==================== remote_key_dispatcher_flat
### Register map, names as in the netlist, remote_key_dispatcher_flat

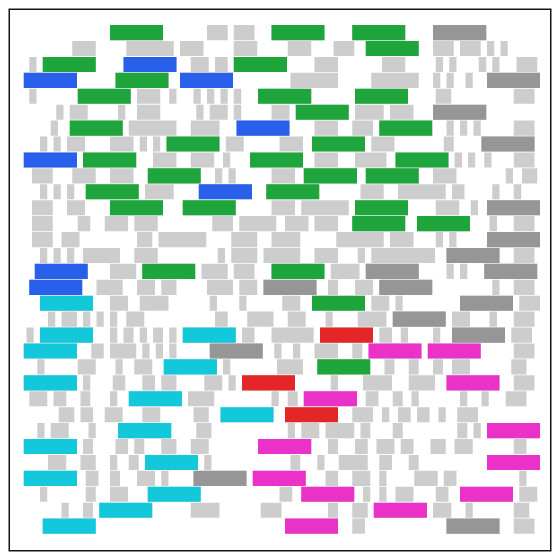
### Signal wires on met3, remote_key_dispatcher_flat

The bar under the picture is 20 µm long.
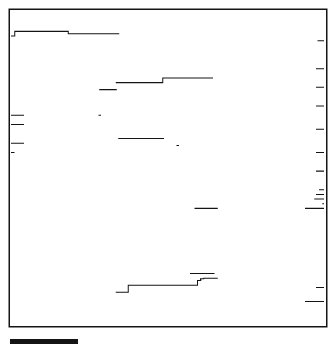
**src/rtl/remote_key_dispatcher_if.sv**
```systemverilog
// Key handshake bundle between the IR receiver, the dispatcher and its two consumers.
// master drives keys and acks; slave is the dispatcher.
interface remote_key_dispatcher_if;
  logic [7:0] tecla;
  logic       ready;
  logic [7:0] key_out;
  logic       num_valid;
  logic       num_ack;
  logic       cmd_valid;
  logic       cmd_ack;
  logic       overflow;
  logic       timeout;
  logic       busy;

  modport master (
    output tecla, ready, num_ack, cmd_ack,
    input  key_out, num_valid, cmd_valid, overflow, timeout, busy
  );

  modport slave (
    input  tecla, ready, num_ack, cmd_ack,
    output key_out, num_valid, cmd_valid, overflow, timeout, busy
  );
endinterface

```
**src/rtl/remote_key_dispatcher.sv**
```systemverilog
// Captures decoded remote keys, drops auto-repeats inside a hold-off window, buffers them
// and offers each to the numeric or command unit over valid/ack with an ack watchdog.
module remote_key_dispatcher #(
  parameter int unsigned FifoDepth     = 4,
  parameter int unsigned HoldoffCycles = 30400,
  parameter int unsigned TimeoutCycles = 3040
) (
  input logic                    clk_i,
  input logic                    rst_ni,
  remote_key_dispatcher_if.slave bus
);
  localparam int unsigned PtrW  = $clog2(FifoDepth);
  localparam int unsigned CntW  = PtrW + 1;
  localparam int unsigned HoldW = $clog2(HoldoffCycles + 1);
  localparam int unsigned WaitW = $clog2(TimeoutCycles + 1);
  localparam logic [7:0]  MaxDigit = 8'h09;

  typedef enum logic [0:0] {StIdle, StWaitAck} state_e;

  state_e           state_q;
  logic [7:0]       key_out_q;
  logic             num_valid_q, cmd_valid_q, timeout_q;
  logic [WaitW-1:0] wait_q;

  logic [7:0]       mem_q [FifoDepth];
  logic [PtrW-1:0]  wr_ptr_q, wr_ptr_d, rd_ptr_q, rd_ptr_d;
  logic [CntW-1:0]  count_q, count_d;
  logic [7:0]       last_key_q, last_key_d;
  logic [HoldW-1:0] hold_q, hold_d;
  logic             overflow_q, overflow_d;
  logic             dup, push_req, full, pop, push;
  logic [7:0]       head;

  always_comb begin
    head     = mem_q[rd_ptr_q];
    dup      = bus.ready && (bus.tecla == last_key_q) && (hold_q != '0);
    push_req = bus.ready && !dup;
    full     = (count_q == CntW'(FifoDepth));
    pop      = (state_q == StIdle) && (count_q != '0);
    // A full FIFO still accepts a key when the dispatcher frees a slot on the same edge.
    push       = push_req && (!full || pop);
    overflow_d = push_req && full && !pop;
    last_key_d = push_req ? bus.tecla : last_key_q;
    if (push_req) begin
      hold_d = HoldW'(HoldoffCycles);
    end else if (hold_q != '0) begin
      hold_d = hold_q - HoldW'(1);
    end else begin
      hold_d = hold_q;
    end
    wr_ptr_d = push ? wr_ptr_q + PtrW'(1) : wr_ptr_q;
    rd_ptr_d = pop ? rd_ptr_q + PtrW'(1) : rd_ptr_q;
    count_d  = count_q + CntW'(push) - CntW'(pop);
  end

  always_ff @(posedge clk_i or negedge rst_ni) begin
    if (!rst_ni) begin
      wr_ptr_q   <= '0;
      rd_ptr_q   <= '0;
      count_q    <= '0;
      last_key_q <= '0;
      hold_q     <= '0;
      overflow_q <= 1'b0;
      for (int unsigned i = 0; i < FifoDepth; i++) mem_q[i] <= '0;
    end else begin
      wr_ptr_q   <= wr_ptr_d;
      rd_ptr_q   <= rd_ptr_d;
      count_q    <= count_d;
      last_key_q <= last_key_d;
      hold_q     <= hold_d;
      overflow_q <= overflow_d;
      if (push) mem_q[wr_ptr_q] <= bus.tecla;
    end
  end

  always_ff @(posedge clk_i or negedge rst_ni) begin
    if (!rst_ni) begin
      state_q     <= StIdle;
      key_out_q   <= '0;
      num_valid_q <= 1'b0;
      cmd_valid_q <= 1'b0;
      timeout_q   <= 1'b0;
      wait_q      <= '0;
    end else begin
      timeout_q <= 1'b0;
      case (state_q)
        StIdle: begin
          if (pop) begin
            key_out_q   <= head;
            num_valid_q <= (head <= MaxDigit);
            cmd_valid_q <= (head > MaxDigit);
            wait_q      <= '0;
            state_q     <= StWaitAck;
          end
        end
        StWaitAck: begin
          // Ack is checked first so an ack on the deadline edge completes normally.
          if ((num_valid_q && bus.num_ack) || (cmd_valid_q && bus.cmd_ack)) begin
            num_valid_q <= 1'b0;
            cmd_valid_q <= 1'b0;
            state_q     <= StIdle;
          end else if (wait_q == WaitW'(TimeoutCycles - 1)) begin
            num_valid_q <= 1'b0;
            cmd_valid_q <= 1'b0;
            timeout_q   <= 1'b1;
            state_q     <= StIdle;
          end else begin
            wait_q <= wait_q + WaitW'(1);
          end
        end
        default: state_q <= StIdle;
      endcase
    end
  end

  assign bus.key_out   = key_out_q;
  assign bus.num_valid = num_valid_q;
  assign bus.cmd_valid = cmd_valid_q;
  assign bus.overflow  = overflow_q;
  assign bus.timeout   = timeout_q;
  assign bus.busy      = (count_q != '0) || (state_q == StWaitAck);
endmodule
```
**src/flat_wrapper.sv**
```systemverilog
// flat-port wrapper written by rule: the top's interface ports become plain ports
module remote_key_dispatcher_flat 
#(
  parameter int unsigned FifoDepth     = 4,
  parameter int unsigned HoldoffCycles = 30400,
  parameter int unsigned TimeoutCycles = 3040
)
  (clk_i, rst_ni, bus_tecla, bus_ready, bus_num_ack, bus_cmd_ack, bus_key_out, bus_num_valid, bus_cmd_valid, bus_overflow, bus_timeout, bus_busy);
  remote_key_dispatcher_if bus_i ();
  input logic clk_i;
  input logic rst_ni;
  input wire logic [$bits(bus_i.tecla)-1:0] bus_tecla;
  input wire logic [$bits(bus_i.ready)-1:0] bus_ready;
  input wire logic [$bits(bus_i.num_ack)-1:0] bus_num_ack;
  input wire logic [$bits(bus_i.cmd_ack)-1:0] bus_cmd_ack;
  output wire logic [$bits(bus_i.key_out)-1:0] bus_key_out;
  output wire logic [$bits(bus_i.num_valid)-1:0] bus_num_valid;
  output wire logic [$bits(bus_i.cmd_valid)-1:0] bus_cmd_valid;
  output wire logic [$bits(bus_i.overflow)-1:0] bus_overflow;
  output wire logic [$bits(bus_i.timeout)-1:0] bus_timeout;
  output wire logic [$bits(bus_i.busy)-1:0] bus_busy;
  assign bus_i.tecla = bus_tecla;
  assign bus_i.ready = bus_ready;
  assign bus_i.num_ack = bus_num_ack;
  assign bus_i.cmd_ack = bus_cmd_ack;
  assign bus_key_out = bus_i.key_out;
  assign bus_num_valid = bus_i.num_valid;
  assign bus_cmd_valid = bus_i.cmd_valid;
  assign bus_overflow = bus_i.overflow;
  assign bus_timeout = bus_i.timeout;
  assign bus_busy = bus_i.busy;
  remote_key_dispatcher #(.FifoDepth(FifoDepth), .HoldoffCycles(HoldoffCycles), .TimeoutCycles(TimeoutCycles)) u_core (.clk_i(clk_i), .rst_ni(rst_ni), .bus(bus_i));
endmodule
```
**config.mk**
```make
export PLATFORM = sky130hd
export DESIGN_NAME = remote_key_dispatcher_flat
export DESIGN_NICKNAME = d
export VERILOG_FILES = /design/src/rtl/remote_key_dispatcher_if.sv /design/src/rtl/remote_key_dispatcher.sv /design/src/flat_wrapper.sv
export SDC_FILE = /design/constraint.sdc
export NUM_CORES = 1
export LEC_CHECK = 0
export CELL_PAD_IN_SITES_DETAIL_PLACEMENT = 1
export CELL_PAD_IN_SITES_GLOBAL_PLACEMENT = 1
export CORE_MARGIN = 1.5
export CORE_UTILIZATION = 51
export CTS_CLUSTER_SIZE = 30
export DETAILED_ROUTE_END_ITERATION = 6
export PLACE_DENSITY_LB_ADDON = 0.1
export SLEW_MARGIN = 20
export SYNTH_ARGS = -nofsm -noshare
export SYNTH_HDL_FRONTEND = slang
export SYNTH_SLANG_ARGS = --single-unit
```
**constraint.sdc**
```tcl
create_clock -name clk_i -period 4.2 [get_ports clk_i]
set_input_delay 0.42 -clock clk_i [delete_from_list [all_inputs] [get_ports clk_i]]
set_output_delay 0.42 -clock clk_i [all_outputs]
set_load 0.01 [all_outputs]
```
==> results.yml <==
# generated from flow reports
clocking:
  worstSkewPairLatency_ns: 0.36
  clk_sink_count: 87
  max-clock-path-buffers: 2
synth:
  yosys-stat-area_um2: 4060
  netlist_logic_family_top: "simple AND/OR/NAND/NOR gates"
  synthTopCellsByCount: "dfrtp_1, nand2_1, mux2_2, xnor2_1, nor2_1"
  syn_avg_cell_area_um2: 11.6
  yosysWarnings: 0
  yosysMostFrequentCell: "dfrtp_1"
  postSynthNetCount: 372
  synth-simple-area-share_pct: 17.4
  synth_sequential_area_ratio_pct: 53.6
worst_setup_path:
  timing.critical_path.depth: 11
  cell_breakdown_of_the_critical_path: "inv_1 > ha_1 > nor3b_2 > and4_1 > o31a_4 > and2_1 > ha_1 > inv_1 > fa_1 > xnor2_1 > xnor2_1"
  critical_path.startpoint_type: "flop"
  worst-endpoint-arrival_ns: 3.23
die:
  placeableCoreArea_um2: 7730
  floorplan.core_util_pct: 52.6
final_layout:
  layout-drive-gt1-share_pct: 18.2
  postLayoutCellArea_um2: 4620
  layout-area-overhead-vs-synth_pct: 13.7
  final_cell_count_no_fill: 486
flow_run:
  cap_violations: 0
  stage_log_warnings: 29
grt:
  gr-total-overflow: 0
  vias_in_the_first_global_route: 2872
  globalRouteMet2Util_pct: 35.9
pwr:
  power_density_nw_per_um2: 659
run_status:
  run_status: "finished clean"
placement:
  place_hpwl_um: 5850
  finalWeightedCongestion: 0.797
  place_area_um2: 4410
drt:
  drc: 0
  m1WireLength_um: 4070
  routedWlPerCell_um: 17.3
  met2RoutedLength_um: 4130
  vias_per_cell: 5.51
  drt-initial-drc-count: 82
hold_path:
  holdCritPathClass: "primary input to asynchronous set/reset pin"
timing:
  slew-limit-headroom_pct: 51.0
## Picture notes: 'Register map, names as in the netlist' of remote_key_dispatcher_flat
colour	netlist name	sequential cells
magenta	u_core.wait_q	12
cyan	u_core.hold_q	15
blue	u_core.last_key_q	8
red	u_core.count_q	3
green	u_core.mem_q	32
not coloured	17
final core area utilization: 59.8%
sequential share of cell area: 47.1%
Sequential Area: 2180 µm²

## Picture notes: 'Signal wires on met3' of remote_key_dispatcher_flat
nets with wire on the layer	21
longest straight run	20.2 µm
share of all routed wire	2.0%
wire length on this layer	172 µm
wire length reported by the detailed router: 8430 µm
via count of the routed design: 2677

-- sequential cells by signal, indices dropped and copies added (netlist names) --
register	count
u_core.state_q	1
u_core.bus.key_out	8
u_core.bus.cmd_valid	1
u_core.bus.num_valid	1
u_core.rd_ptr_q	2
u_core.bus.overflow	1
u_core.wait_q	12
u_core.wr_ptr_q	2
u_core.bus.timeout	1
u_core.mem_q	32
u_core.last_key_q	8
u_core.hold_q	15
u_core.count_q	3
-- placed cells by master, fill, tap and decap left out, drive strengths merged, types with 7 or more instances in the layout --
cell type,count
dfrtp,87
nand2,70
mux2,32
clkdlybuf4s50,24
xnor2,20
nor2,18
nand3,13
clkbuf,12
inv,10
nor4,10
mux4,8
ha,8
xor2,7
o21ai,7
-- area by class of cell --
type                    count  share of cell area (%)
clock inverters             4                    1.16
well taps                 102                    2.76
multi-input cells         241                    38.7
flip-flops and latches     87                    47.1
repair buffers             29                    6.01
inverters                  11                   0.893
clock buffers              12                    3.36
-- power breakdown --
group	switching, W	internal [W]	leakage, nW
clock	0.000296	0.000309	0.0988
combinational	0.000512	0.000574	0.818
sequential	0.000230	0.00113	1.06
total	0.00104	0.00201	1.97

==================== fnd_sum_display
--- src/rtl/fnd_sum_display.sv ---
// ---------------------------------------------------------------------------
// fnd_sum_display
//
// Display stage between the full-adder chain and the board FND pins.
// A 9-bit result {carry, sum} (0..511) is captured on a valid strobe and
// converted to BCD by a sequential shift-add-3 (double-dabble) engine. The
// last converted value is scanned onto a 4-digit multiplexed common-anode
// seven-segment display, with leading zeros blanked.
//
// Parameters:
//   SCAN_DIV    clock cycles per digit slot (>= 2)
//
// Ports:
//   i_clk       system clock, rising edge
//   i_reset     synchronous active-high reset
//   i_valid     one-cycle strobe, i_sum/i_carry hold a new result
//   i_sum       adder sum bits
//   i_carry     adder carry-out, value = {i_carry, i_sum}
//   o_busy      high while a conversion is in progress (10 cycles)
//   o_bcd       last converted value {thousands, hundreds, tens, ones}
//   o_fnd_com   digit select, active-low, bit0 = ones digit
//   o_fnd_font  segments a..g on bits 0..6, dp on bit 7, active-low
// ---------------------------------------------------------------------------
module fnd_sum_display #(
    parameter int SCAN_DIV = 100000
) (
    input  logic        i_clk,
    input  logic        i_reset,
    input  logic        i_valid,
    input  logic [7:0]  i_sum,
    input  logic        i_carry,
    output logic        o_busy,
    output logic [15:0] o_bcd,
    output logic [3:0]  o_fnd_com,
    output logic [7:0]  o_fnd_font
);

    localparam int TICK_W = (SCAN_DIV > 1) ? $clog2(SCAN_DIV) : 1;
    localparam logic [TICK_W-1:0] TICK_LAST = TICK_W'(SCAN_DIV - 1);

    typedef enum logic [1:0] {
        ST_IDLE  = 2'd0,
        ST_SHIFT = 2'd1,
        ST_DONE  = 2'd2
    } state_t;

    // -----------------------------------------------------------------------
    // Helper functions
    // -----------------------------------------------------------------------

    // Double-dabble correction: every nibble >= 5 gets +3 before the shift so
    // that the following doubling carries correctly into the next decade.
    function automatic logic [15:0] add3_all(input logic [15:0] value);
        logic [15:0] result;
        result = value;
        for (int i = 0; i < 4; i++) begin
            if (value[i*4 +: 4] >= 4'd5) begin
                result[i*4 +: 4] = value[i*4 +: 4] + 4'd3;
            end else begin
                result[i*4 +: 4] = value[i*4 +: 4];
            end
        end
        return result;
    endfunction

    // Active-low seven-segment pattern for one BCD digit; non-decimal codes
    // cannot occur but are mapped to a dark digit.
    function automatic logic [7:0] seg_font(input logic [3:0] digit);
        logic [7:0] font;
        case (digit)
            4'd0:    font = 8'hC0;
            4'd1:    font = 8'hF9;
            4'd2:    font = 8'hA4;
            4'd3:    font = 8'hB0;
            4'd4:    font = 8'h99;
            4'd5:    font = 8'h92;
            4'd6:    font = 8'h82;
            4'd7:    font = 8'hF8;
            4'd8:    font = 8'h80;
            4'd9:    font = 8'h90;
            default: font = 8'hFF;
        endcase
        return font;
    endfunction

    // Active-low common line for a digit slot.
    function automatic logic [3:0] com_sel(input logic [1:0] index);
        logic [3:0] com;
        case (index)
            2'd0:    com = 4'b1110;
            2'd1:    com = 4'b1101;
            2'd2:    com = 4'b1011;
            2'd3:    com = 4'b0111;
            default: com = 4'b1110;
        endcase
        return com;
    endfunction

    // -----------------------------------------------------------------------
    // Conversion engine state
    // -----------------------------------------------------------------------
    state_t        state_r;
    state_t        state_next_s;
    logic [8:0]    shift_r;
    logic [8:0]    shift_next_s;
    logic [15:0]   scratch_r;
    logic [15:0]   scratch_next_s;
    logic [3:0]    bit_cnt_r;
    logic [3:0]    bit_cnt_next_s;
    logic          busy_r;
    logic          busy_next_s;
    logic [15:0]   bcd_r;
    logic [15:0]   bcd_next_s;
    logic [15:0]   adjusted_s;
    logic [24:0]   shifted_s;

    // Conversion FSM next-state and datapath logic.
    always_comb begin
        state_next_s   = state_r;
        shift_next_s   = shift_r;
        scratch_next_s = scratch_r;
        bit_cnt_next_s = bit_cnt_r;
        busy_next_s    = busy_r;
        bcd_next_s     = bcd_r;
        adjusted_s     = add3_all(scratch_r);
        // The MSB of the corrected scratch falls off the top; it is always 0
        // for inputs up to 511.
        shifted_s      = {adjusted_s, shift_r} << 1;

        case (state_r)
            ST_IDLE: begin
                if (i_valid) begin
                    shift_next_s   = {i_carry, i_sum};
                    scratch_next_s = 16'h0000;
                    bit_cnt_next_s = 4'd9;
                    busy_next_s    = 1'b1;
                    state_next_s   = ST_SHIFT;
                end else begin
                    state_next_s   = ST_IDLE;
                end
            end
            ST_SHIFT: begin
                scratch_next_s = shifted_s[24:9];
                shift_next_s   = shifted_s[8:0];
                bit_cnt_next_s = bit_cnt_r - 4'd1;
                if (bit_cnt_r == 4'd1) begin
                    state_next_s = ST_DONE;
                end else begin
                    state_next_s = ST_SHIFT;
                end
            end
            ST_DONE: begin
                // A strobe arriving here is deliberately dropped.
                bcd_next_s   = scratch_r;
                busy_next_s  = 1'b0;
                state_next_s = ST_IDLE;
            end
            default: begin
                busy_next_s  = 1'b0;
                state_next_s = ST_IDLE;
            end
        endcase
    end

    // Conversion FSM state and datapath registers.
    always_ff @(posedge i_clk) begin
        if (i_reset) begin
            state_r   <= ST_IDLE;
            shift_r   <= 9'd0;
            scratch_r <= 16'h0000;
            bit_cnt_r <= 4'd0;
            busy_r    <= 1'b0;
            bcd_r     <= 16'h0000;
        end else begin
            state_r   <= state_next_s;
            shift_r   <= shift_next_s;
            scratch_r <= scratch_next_s;
            bit_cnt_r <= bit_cnt_next_s;
            busy_r    <= busy_next_s;
            bcd_r     <= bcd_next_s;
        end
    end

    // -----------------------------------------------------------------------
    // Display scan
    // -----------------------------------------------------------------------
    logic [TICK_W-1:0] tick_r;
    logic [1:0]        digit_r;
    logic [3:0]        digit_nib_s;
    logic              blank_s;
    logic [3:0]        com_s;
    logic [7:0]        font_s;
    logic [3:0]        com_r;
    logic [7:0]        font_r;

    // Free-running slot timer; each wrap moves to the next digit.
    always_ff @(posedge i_clk) begin
        if (i_reset) begin
            tick_r  <= '0;
            digit_r <= 2'd0;
        end else if (tick_r == TICK_LAST) begin
            tick_r  <= '0;
            digit_r <= digit_r + 2'd1;
        end else begin
            tick_r  <= tick_r + TICK_W'(1);
            digit_r <= digit_r;
        end
    end

    // Digit selection with leading-zero blanking; ones is never blanked so
    // a zero result still shows a single 0.
    always_comb begin
        digit_nib_s = 4'd0;
        blank_s     = 1'b0;
        com_s       = com_sel(digit_r);
        case (digit_r)
            2'd0: begin
                digit_nib_s = bcd_r[3:0];
                blank_s     = 1'b0;
            end
            2'd1: begin
                digit_nib_s = bcd_r[7:4];
                blank_s     = (bcd_r[11:8] == 4'd0) && (bcd_r[7:4] == 4'd0);
            end
            2'd2: begin
                digit_nib_s = bcd_r[11:8];
                blank_s     = (bcd_r[11:8] == 4'd0);
            end
            2'd3: begin
                digit_nib_s = bcd_r[15:12];
                blank_s     = 1'b1;
            end
            default: begin
                digit_nib_s = 4'd0;
                blank_s     = 1'b1;
            end
        endcase
        if (blank_s) begin
            font_s = 8'hFF;
        end else begin
            font_s = seg_font(digit_nib_s);
        end
    end

    // Registered pin drivers, one cycle behind the digit index.
    always_ff @(posedge i_clk) begin
        if (i_reset) begin
            com_r  <= 4'b1110;
            font_r <= 8'hC0;
        end else begin
            com_r  <= com_s;
            font_r <= font_s;
        end
    end

    assign o_busy     = busy_r;
    assign o_bcd      = bcd_r;
    assign o_fnd_com  = com_r;
    assign o_fnd_font = font_r;

endmodule
--- config.mk ---
export PLATFORM = sky130hd
export DESIGN_NAME = fnd_sum_display
export DESIGN_NICKNAME = d
export VERILOG_FILES = /design/src/rtl/fnd_sum_display.sv
export SDC_FILE = /design/constraint.sdc
export NUM_CORES = 1
export LEC_CHECK = 0
export CAP_MARGIN = 10
export CORE_MARGIN = 2
export CORE_UTILIZATION = 40
export CTS_CLUSTER_SIZE = 40
export DETAILED_ROUTE_END_ITERATION = 10
export HOLD_SLACK_MARGIN = 0.03
export PLACE_DENSITY_LB_ADDON = 0.3
export SYNTH_ARGS = -nofsm -noshare
export SYNTH_HDL_FRONTEND = slang
export SYNTH_SLANG_ARGS = --single-unit
--- constraint.sdc ---
create_clock -name i_clk -period 2.2 [get_ports i_clk]
set_clock_uncertainty 0.1 [all_clocks]
set_input_delay 0.55 -clock i_clk [delete_from_list [all_inputs] [get_ports i_clk]]
set_output_delay 0.55 -clock i_clk [all_outputs]
set_load 0.05 [all_outputs]
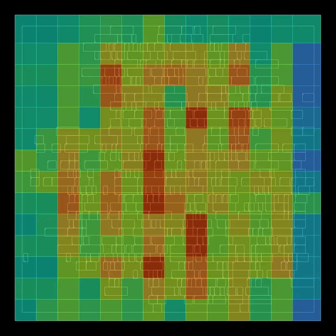
*Track usage over the die, fnd_sum_display*
overall track demand over capacity in global routing: 16.5%
final core area utilization: 50.6%
met2 Resource Use GR: 24.0%
routed length per placed instance: 13.7 µm
GR Layer Usage met3: 3.12%

==> results.yml <==
# generated from flow reports
synth:
  synth-edff-count: 0
  netlist_logic_family_top: "simple AND/OR/NAND/NOR gates"
  synthTopCellsByCount: "dfxtp_1, nand2_1, nor2_1, a21oi_1, inv_1"
  syn_avg_cell_area_um2: 8.41
  yosys-stat-area_um2: 3590
  ys.flop_type: "dfxtp_1"
timing:
  timing.hold.ws_ns: 0.354
  hold_viol: 0
worst_setup_path:
  biggest_cell_delay_along_the_critical_path_ns: 0.80
  worst-endpoint-required_ns: 1.55
  crit-reg2reg-launch: "digit_r[0]"
  crit_slowest_cell: "clkdlybuf4s50_1"
  worst-endpoint-arrival_ns: 1.47
final_layout:
  clock_tree_area_fraction_pct: 4.74
  non_clock_inverter_count: 22
  final.fill_count: 784
  sh_seq_area_pct: 35.5
run_status:
  run_status: "finished clean"
hold_path:
  holdCritPathClass: "flop to flop"
  min-delay-start: "tick_r[0]"
die:
  fp-row-count: 34
  die_width_um: 98.8
  floorplan.core_util_pct: 41.2
  die_height_um: 98.8
  die_area_um2: 9750
clocking:
  ctsRootBufferMaster: "clkbuf_8"
  tritoncts: "yes"
grt:
  gr-max-usage-layer: "met2"
placement:
  finalWeightedCongestion: 0.870
  placement.io_buffers: 39
drt:
  vias_per_cell: 5.15
-- worst paths after layout --
kind | slack, ns | end | cells after the start
max reg2reg | 0.13 | o_fnd_font[5] | 8
min reg2reg | 0.35 | tick_r[0] | 1
min | 0.35 | tick_r[0] | 1
max | 0.08 | o_fnd_com[1] | 1
-- cells by family after synthesis --
| kind of cell | after synthesis |
|---|---|
| mux | 6 |
| buf+inv | 44 |
| xor+xnor | 24 |
| fa+ha+maj | 20 |
| compound gates | 84 |
| other cells | 1 |
| flops | 78 |
| simple gates | 170 |
-- stage by stage --
stage | setup TNS, ns | std cells | cell area, µm²
finish | 0 | 588 | 4410
global route | -0.0570 | 588 | 4410
CTS | 0 | 581 | 4270
detailed placement | -0.0428 | 564 | 4060
global placement | 0 | 564 | 4060
floorplan | 0 | 427 | 3590
-- power by group --
part	internal (W)	total [W]	switching, W
clock network	0.000560	0.00110	0.000538
logic	0.0000851	0.000213	0.000127
registers	0.00144	0.00147	0.0000270
total	0.00209	0.00278	0.000692
-- flip-flops by register name, indices dropped and copies added (netlist names), 2 cells and up --
signal and count:
o_bcd 16, digit_r 2, shift_r 9, o_fnd_com 4
tick_r 17, state_r 2, bit_cnt_r 4, scratch_r 16
o_fnd_font 7

==================== adc_frame_reader
==> src/rtl/adc_frame_reader.sv <==
// Drains one ping-pong bank per start event and emits it as a framed stream:
// header {SYNC_WORD, seq}, NWORDS data words, then a 32-bit checksum trailer.
module adc_frame_reader #(
  parameter int          NWORDS    = 512,
  parameter logic [15:0] SYNC_WORD = 16'hA5A5
) (
  input  logic        clk_100m,
  input  logic        rst,
  input  logic        enable,
  input  logic        full_ppfifo,
  output logic        adc_out_rd,
  input  logic [31:0] data_out_adc,
  output logic [31:0] m_tdata,
  output logic        m_tvalid,
  input  logic        m_tready,
  output logic        m_tlast,
  output logic [15:0] frame_cnt,
  output logic        overrun,
  input  logic        clr_status,
  output logic        busy
);

  localparam int CW = $clog2(NWORDS + 1);

  typedef enum logic [1:0] {IDLE, HDR, DATA, TRL} state_e;

  state_e          state_q, state_d;
  logic            full_q;
  logic            pending_q, pending_d;
  logic            overrun_q, overrun_d;
  logic [15:0]     frame_cnt_q, frame_cnt_d;
  logic [31:0]     sum_q, sum_d;
  logic [CW-1:0]   rd_left_q, rd_left_d, rd_base;
  logic [CW-1:0]   dcnt_q, dcnt_d;
  logic            rd_q, rd_d;
  logic            vld_q;
  logic [3:0][31:0] mem_q;
  logic [1:0]      wp_q, rp_q;
  logic [2:0]      occ_q, occ_d;

  logic        start, hs, push, pop;
  logic [31:0] head;

  assign start = full_ppfifo & ~full_q;
  assign head  = mem_q[rp_q];
  assign hs    = m_tvalid & m_tready;
  assign push  = vld_q;
  assign pop   = (state_q == DATA) & hs;
  assign occ_d = occ_q + 3'(push) - 3'(pop);

  always_comb begin
    m_tvalid = 1'b0;
    m_tdata  = '0;
    unique case (state_q)
      HDR:  begin m_tvalid = 1'b1;          m_tdata = {SYNC_WORD, frame_cnt_q}; end
      DATA: begin m_tvalid = (occ_q != 3'd0); m_tdata = (occ_q != 3'd0) ? head : '0; end
      TRL:  begin m_tvalid = 1'b1;          m_tdata = sum_q; end
      default: ;
    endcase
  end

  assign m_tlast    = (state_q == TRL);
  assign busy       = (state_q != IDLE);
  assign adc_out_rd = rd_q;
  assign frame_cnt  = frame_cnt_q;
  assign overrun    = overrun_q;

  always_comb begin
    state_d     = state_q;
    pending_d   = pending_q;
    overrun_d   = overrun_q & ~clr_status;
    frame_cnt_d = frame_cnt_q;
    sum_d       = sum_q;
    dcnt_d      = dcnt_q;
    rd_base     = rd_left_q;

    // One bank may queue behind the active frame; anything beyond that is dropped.
    if (state_q != IDLE && start) begin
      if (pending_q) overrun_d = 1'b1;
      else           pending_d = 1'b1;
    end

    unique case (state_q)
      IDLE: if (start && enable) begin
        state_d = HDR;
        rd_base = CW'(NWORDS);
      end
      HDR: if (hs) state_d = DATA;
      DATA: if (hs) begin
        sum_d = sum_q + head;
        if (dcnt_q == CW'(NWORDS - 1)) begin
          dcnt_d  = '0;
          state_d = TRL;
        end else begin
          dcnt_d = dcnt_q + CW'(1);
        end
      end
      TRL: if (hs) begin
        frame_cnt_d = frame_cnt_q + 16'd1;
        sum_d       = '0;
        // A start landing on the trailer handshake is folded into the queue slot.
        if (pending_q || start) begin
          state_d   = HDR;
          rd_base   = CW'(NWORDS);
          pending_d = pending_q & start;
          overrun_d = overrun_q & ~clr_status;
        end else begin
          state_d = IDLE;
        end
      end
      default: ;
    endcase

    // Next-cycle occupancy plus reads still in flight must leave room for this read.
    rd_d      = (rd_base != '0) && ((occ_d + 3'(rd_q)) < 3'd4);
    rd_left_d = rd_base - CW'(rd_d);
  end

  always_ff @(posedge clk_100m or negedge rst) begin
    if (!rst) begin
      state_q     <= IDLE;
      full_q      <= 1'b0;
      pending_q   <= 1'b0;
      overrun_q   <= 1'b0;
      frame_cnt_q <= '0;
      sum_q       <= '0;
      rd_left_q   <= '0;
      dcnt_q      <= '0;
      rd_q        <= 1'b0;
      vld_q       <= 1'b0;
      mem_q       <= '0;
      wp_q        <= '0;
      rp_q        <= '0;
      occ_q       <= '0;
    end else begin
      state_q     <= state_d;
      full_q      <= full_ppfifo;
      pending_q   <= pending_d;
      overrun_q   <= overrun_d;
      frame_cnt_q <= frame_cnt_d;
      sum_q       <= sum_d;
      rd_left_q   <= rd_left_d;
      dcnt_q      <= dcnt_d;
      rd_q        <= rd_d;
      vld_q       <= rd_q;
      occ_q       <= occ_d;
      if (push) begin
        mem_q[wp_q] <= data_out_adc;
        wp_q        <= wp_q + 2'd1;
      end
      if (pop) rp_q <= rp_q + 2'd1;
    end
  end

endmodule
==> config.mk <==
export PLATFORM = sky130hd
export DESIGN_NAME = adc_frame_reader
export DESIGN_NICKNAME = d
export VERILOG_FILES = /design/src/rtl/adc_frame_reader.sv
export SDC_FILE = /design/constraint.sdc
export NUM_CORES = 1
export LEC_CHECK = 0
export CAP_MARGIN = 20
export CORE_MARGIN = 10
export CORE_UTILIZATION = 63
export CTS_CLUSTER_SIZE = 24
export DETAILED_ROUTE_END_ITERATION = 8
export PLACE_DENSITY_LB_ADDON = 0.15
export REMOVE_ABC_BUFFERS = 1
export SYNTH_ARGS = -nofsm -noshare
export SYNTH_HDL_FRONTEND = slang
export SYNTH_SLANG_ARGS = --single-unit
export TNS_END_PERCENT = 10
==> constraint.sdc <==
create_clock -name clk_100m -period 7.14 [get_ports clk_100m]
set_input_delay 1.428 -clock clk_100m [delete_from_list [all_inputs] [get_ports clk_100m]]
set_output_delay 1.428 -clock clk_100m [all_outputs]
set_load 0.01 [all_outputs]
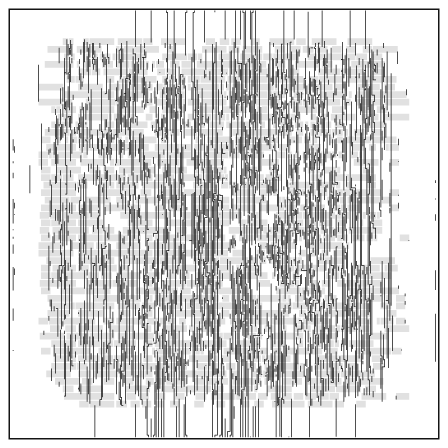
*Met2 routing, adc_frame_reader*
share of all routed wire	49%
main direction	vertical
longest straight run	86.4 µm
nets with wire on the layer	1016
wire length reported by the detailed router: 28300 µm
via count of the routed design: 8377

final timing paths:
| check | startpoint | endpoint | slack [ns] |
|---|---|---|---|
| max | rp_q[0] | m_tdata[14] | 2.25 |
| max in group asynchronous | rst | sum_q[13] | 4.88 |
| min reg2reg | adc_out_rd | push | 0.43 |
| min in group asynchronous | rst | mem_q[7] | 1.05 |
| min | adc_out_rd | push | 0.43 |
| max reg2reg | state_q[1] | rd_left_q[4] | 2.29 |
where the power goes:
part           leakage (nW)  switching [W]  internal (W)  total, W
Sequential             2.55       0.000400       0.00174   0.00214
Combinational          2.67        0.00240       0.00209   0.00449
Clock                 0.391       0.000492      0.000726   0.00122
stage by stage:
stage          total power (W)  std cells  setup slack (ns)  hold slack (ns)  util [%]
2_1_floorplan          0.00530        947              2.85            0.435         -
3_3_place_gp           0.00643       1277              2.16            0.424      69.7
3_5_place_dp           0.00656       1277              1.97            0.426      69.7
4_1_cts                0.00783       1319              2.20            0.439      74.1
5_1_grt                0.00841       1319              1.97            0.452      74.1
6_report               0.00785       1319              2.25            0.432      74.1
==> results.yml <==
# generated from flow reports
run_status:
  run_status: "finished clean"
synth:
  ys_ff: 210
  yosys-stat-area_um2: 11400
  yosysMostFrequentCell: "dfrtp_1"
  ys.flop_type: "dfrtp_1"
  synthTopCellsByCount: "dfrtp_1, mux2_2, nand2_1, nor2_1, o21ai_0"
die:
  fp-row-count: 49
  die_width_um: 154
worst_setup_path:
  critical_path.startpoint_type: "flop"
  crit_slowest_cell: "dfrtp_2"
  worst-endpoint-arrival_ns: 3.46
final_layout:
  antennaDiodeCount: 0
  multi_input_comb_area_um2: 5810
  final.fill_count: 1216
  regMostFlops: "mem_q"
  layout-area-overhead-vs-synth_pct: 16.5
  nonClockBufferCount: 101
  layout-drive-gt1-share_pct: 20.7
timing:
  finalCriticalPeriod_ns: 4.89
  report.final.setup_viol: 0
  drv_slew: 0
  worst_tran_pin_value_ns: 1.08
  hold_viol: 0
clocking:
  worstSkewPairLatency_ns: 0.52
  tritoncts: "yes"
grt:
  grt_antenna_before_repair: 0
  gr-max-usage-layer: "met2"
drt:
  routedWlPerCell_um: 21.5
flow_run:
  cap_violations: 0


==> screenshots <==
Selected gate families.
panel A
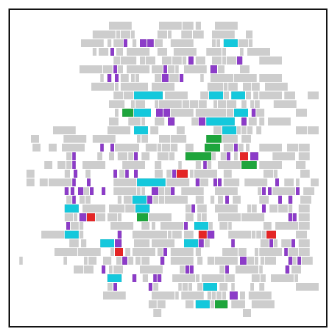
panel B
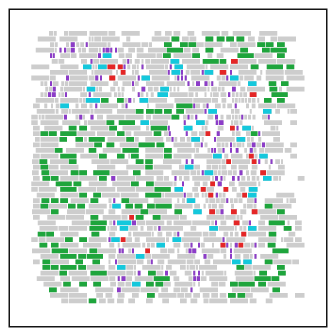
panel C
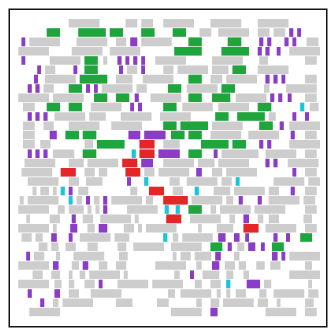
Panel B is adc_frame_reader.
Panel C is remote_key_dispatcher_flat.
Panel A is fnd_sum_display.
Of these, fewest cells: panel C
Of these, most cells: panel B

Key to panel C:
colour	family	cells	most used
purple	nand cells	92	nand2_1
green	mux cells	43	mux2_2
cyan	inv cells	11	inv_1
red	fa/ha/maj cells	9	ha_1

Power figures rest on the tool's default switching activity, not on a simulated workload.
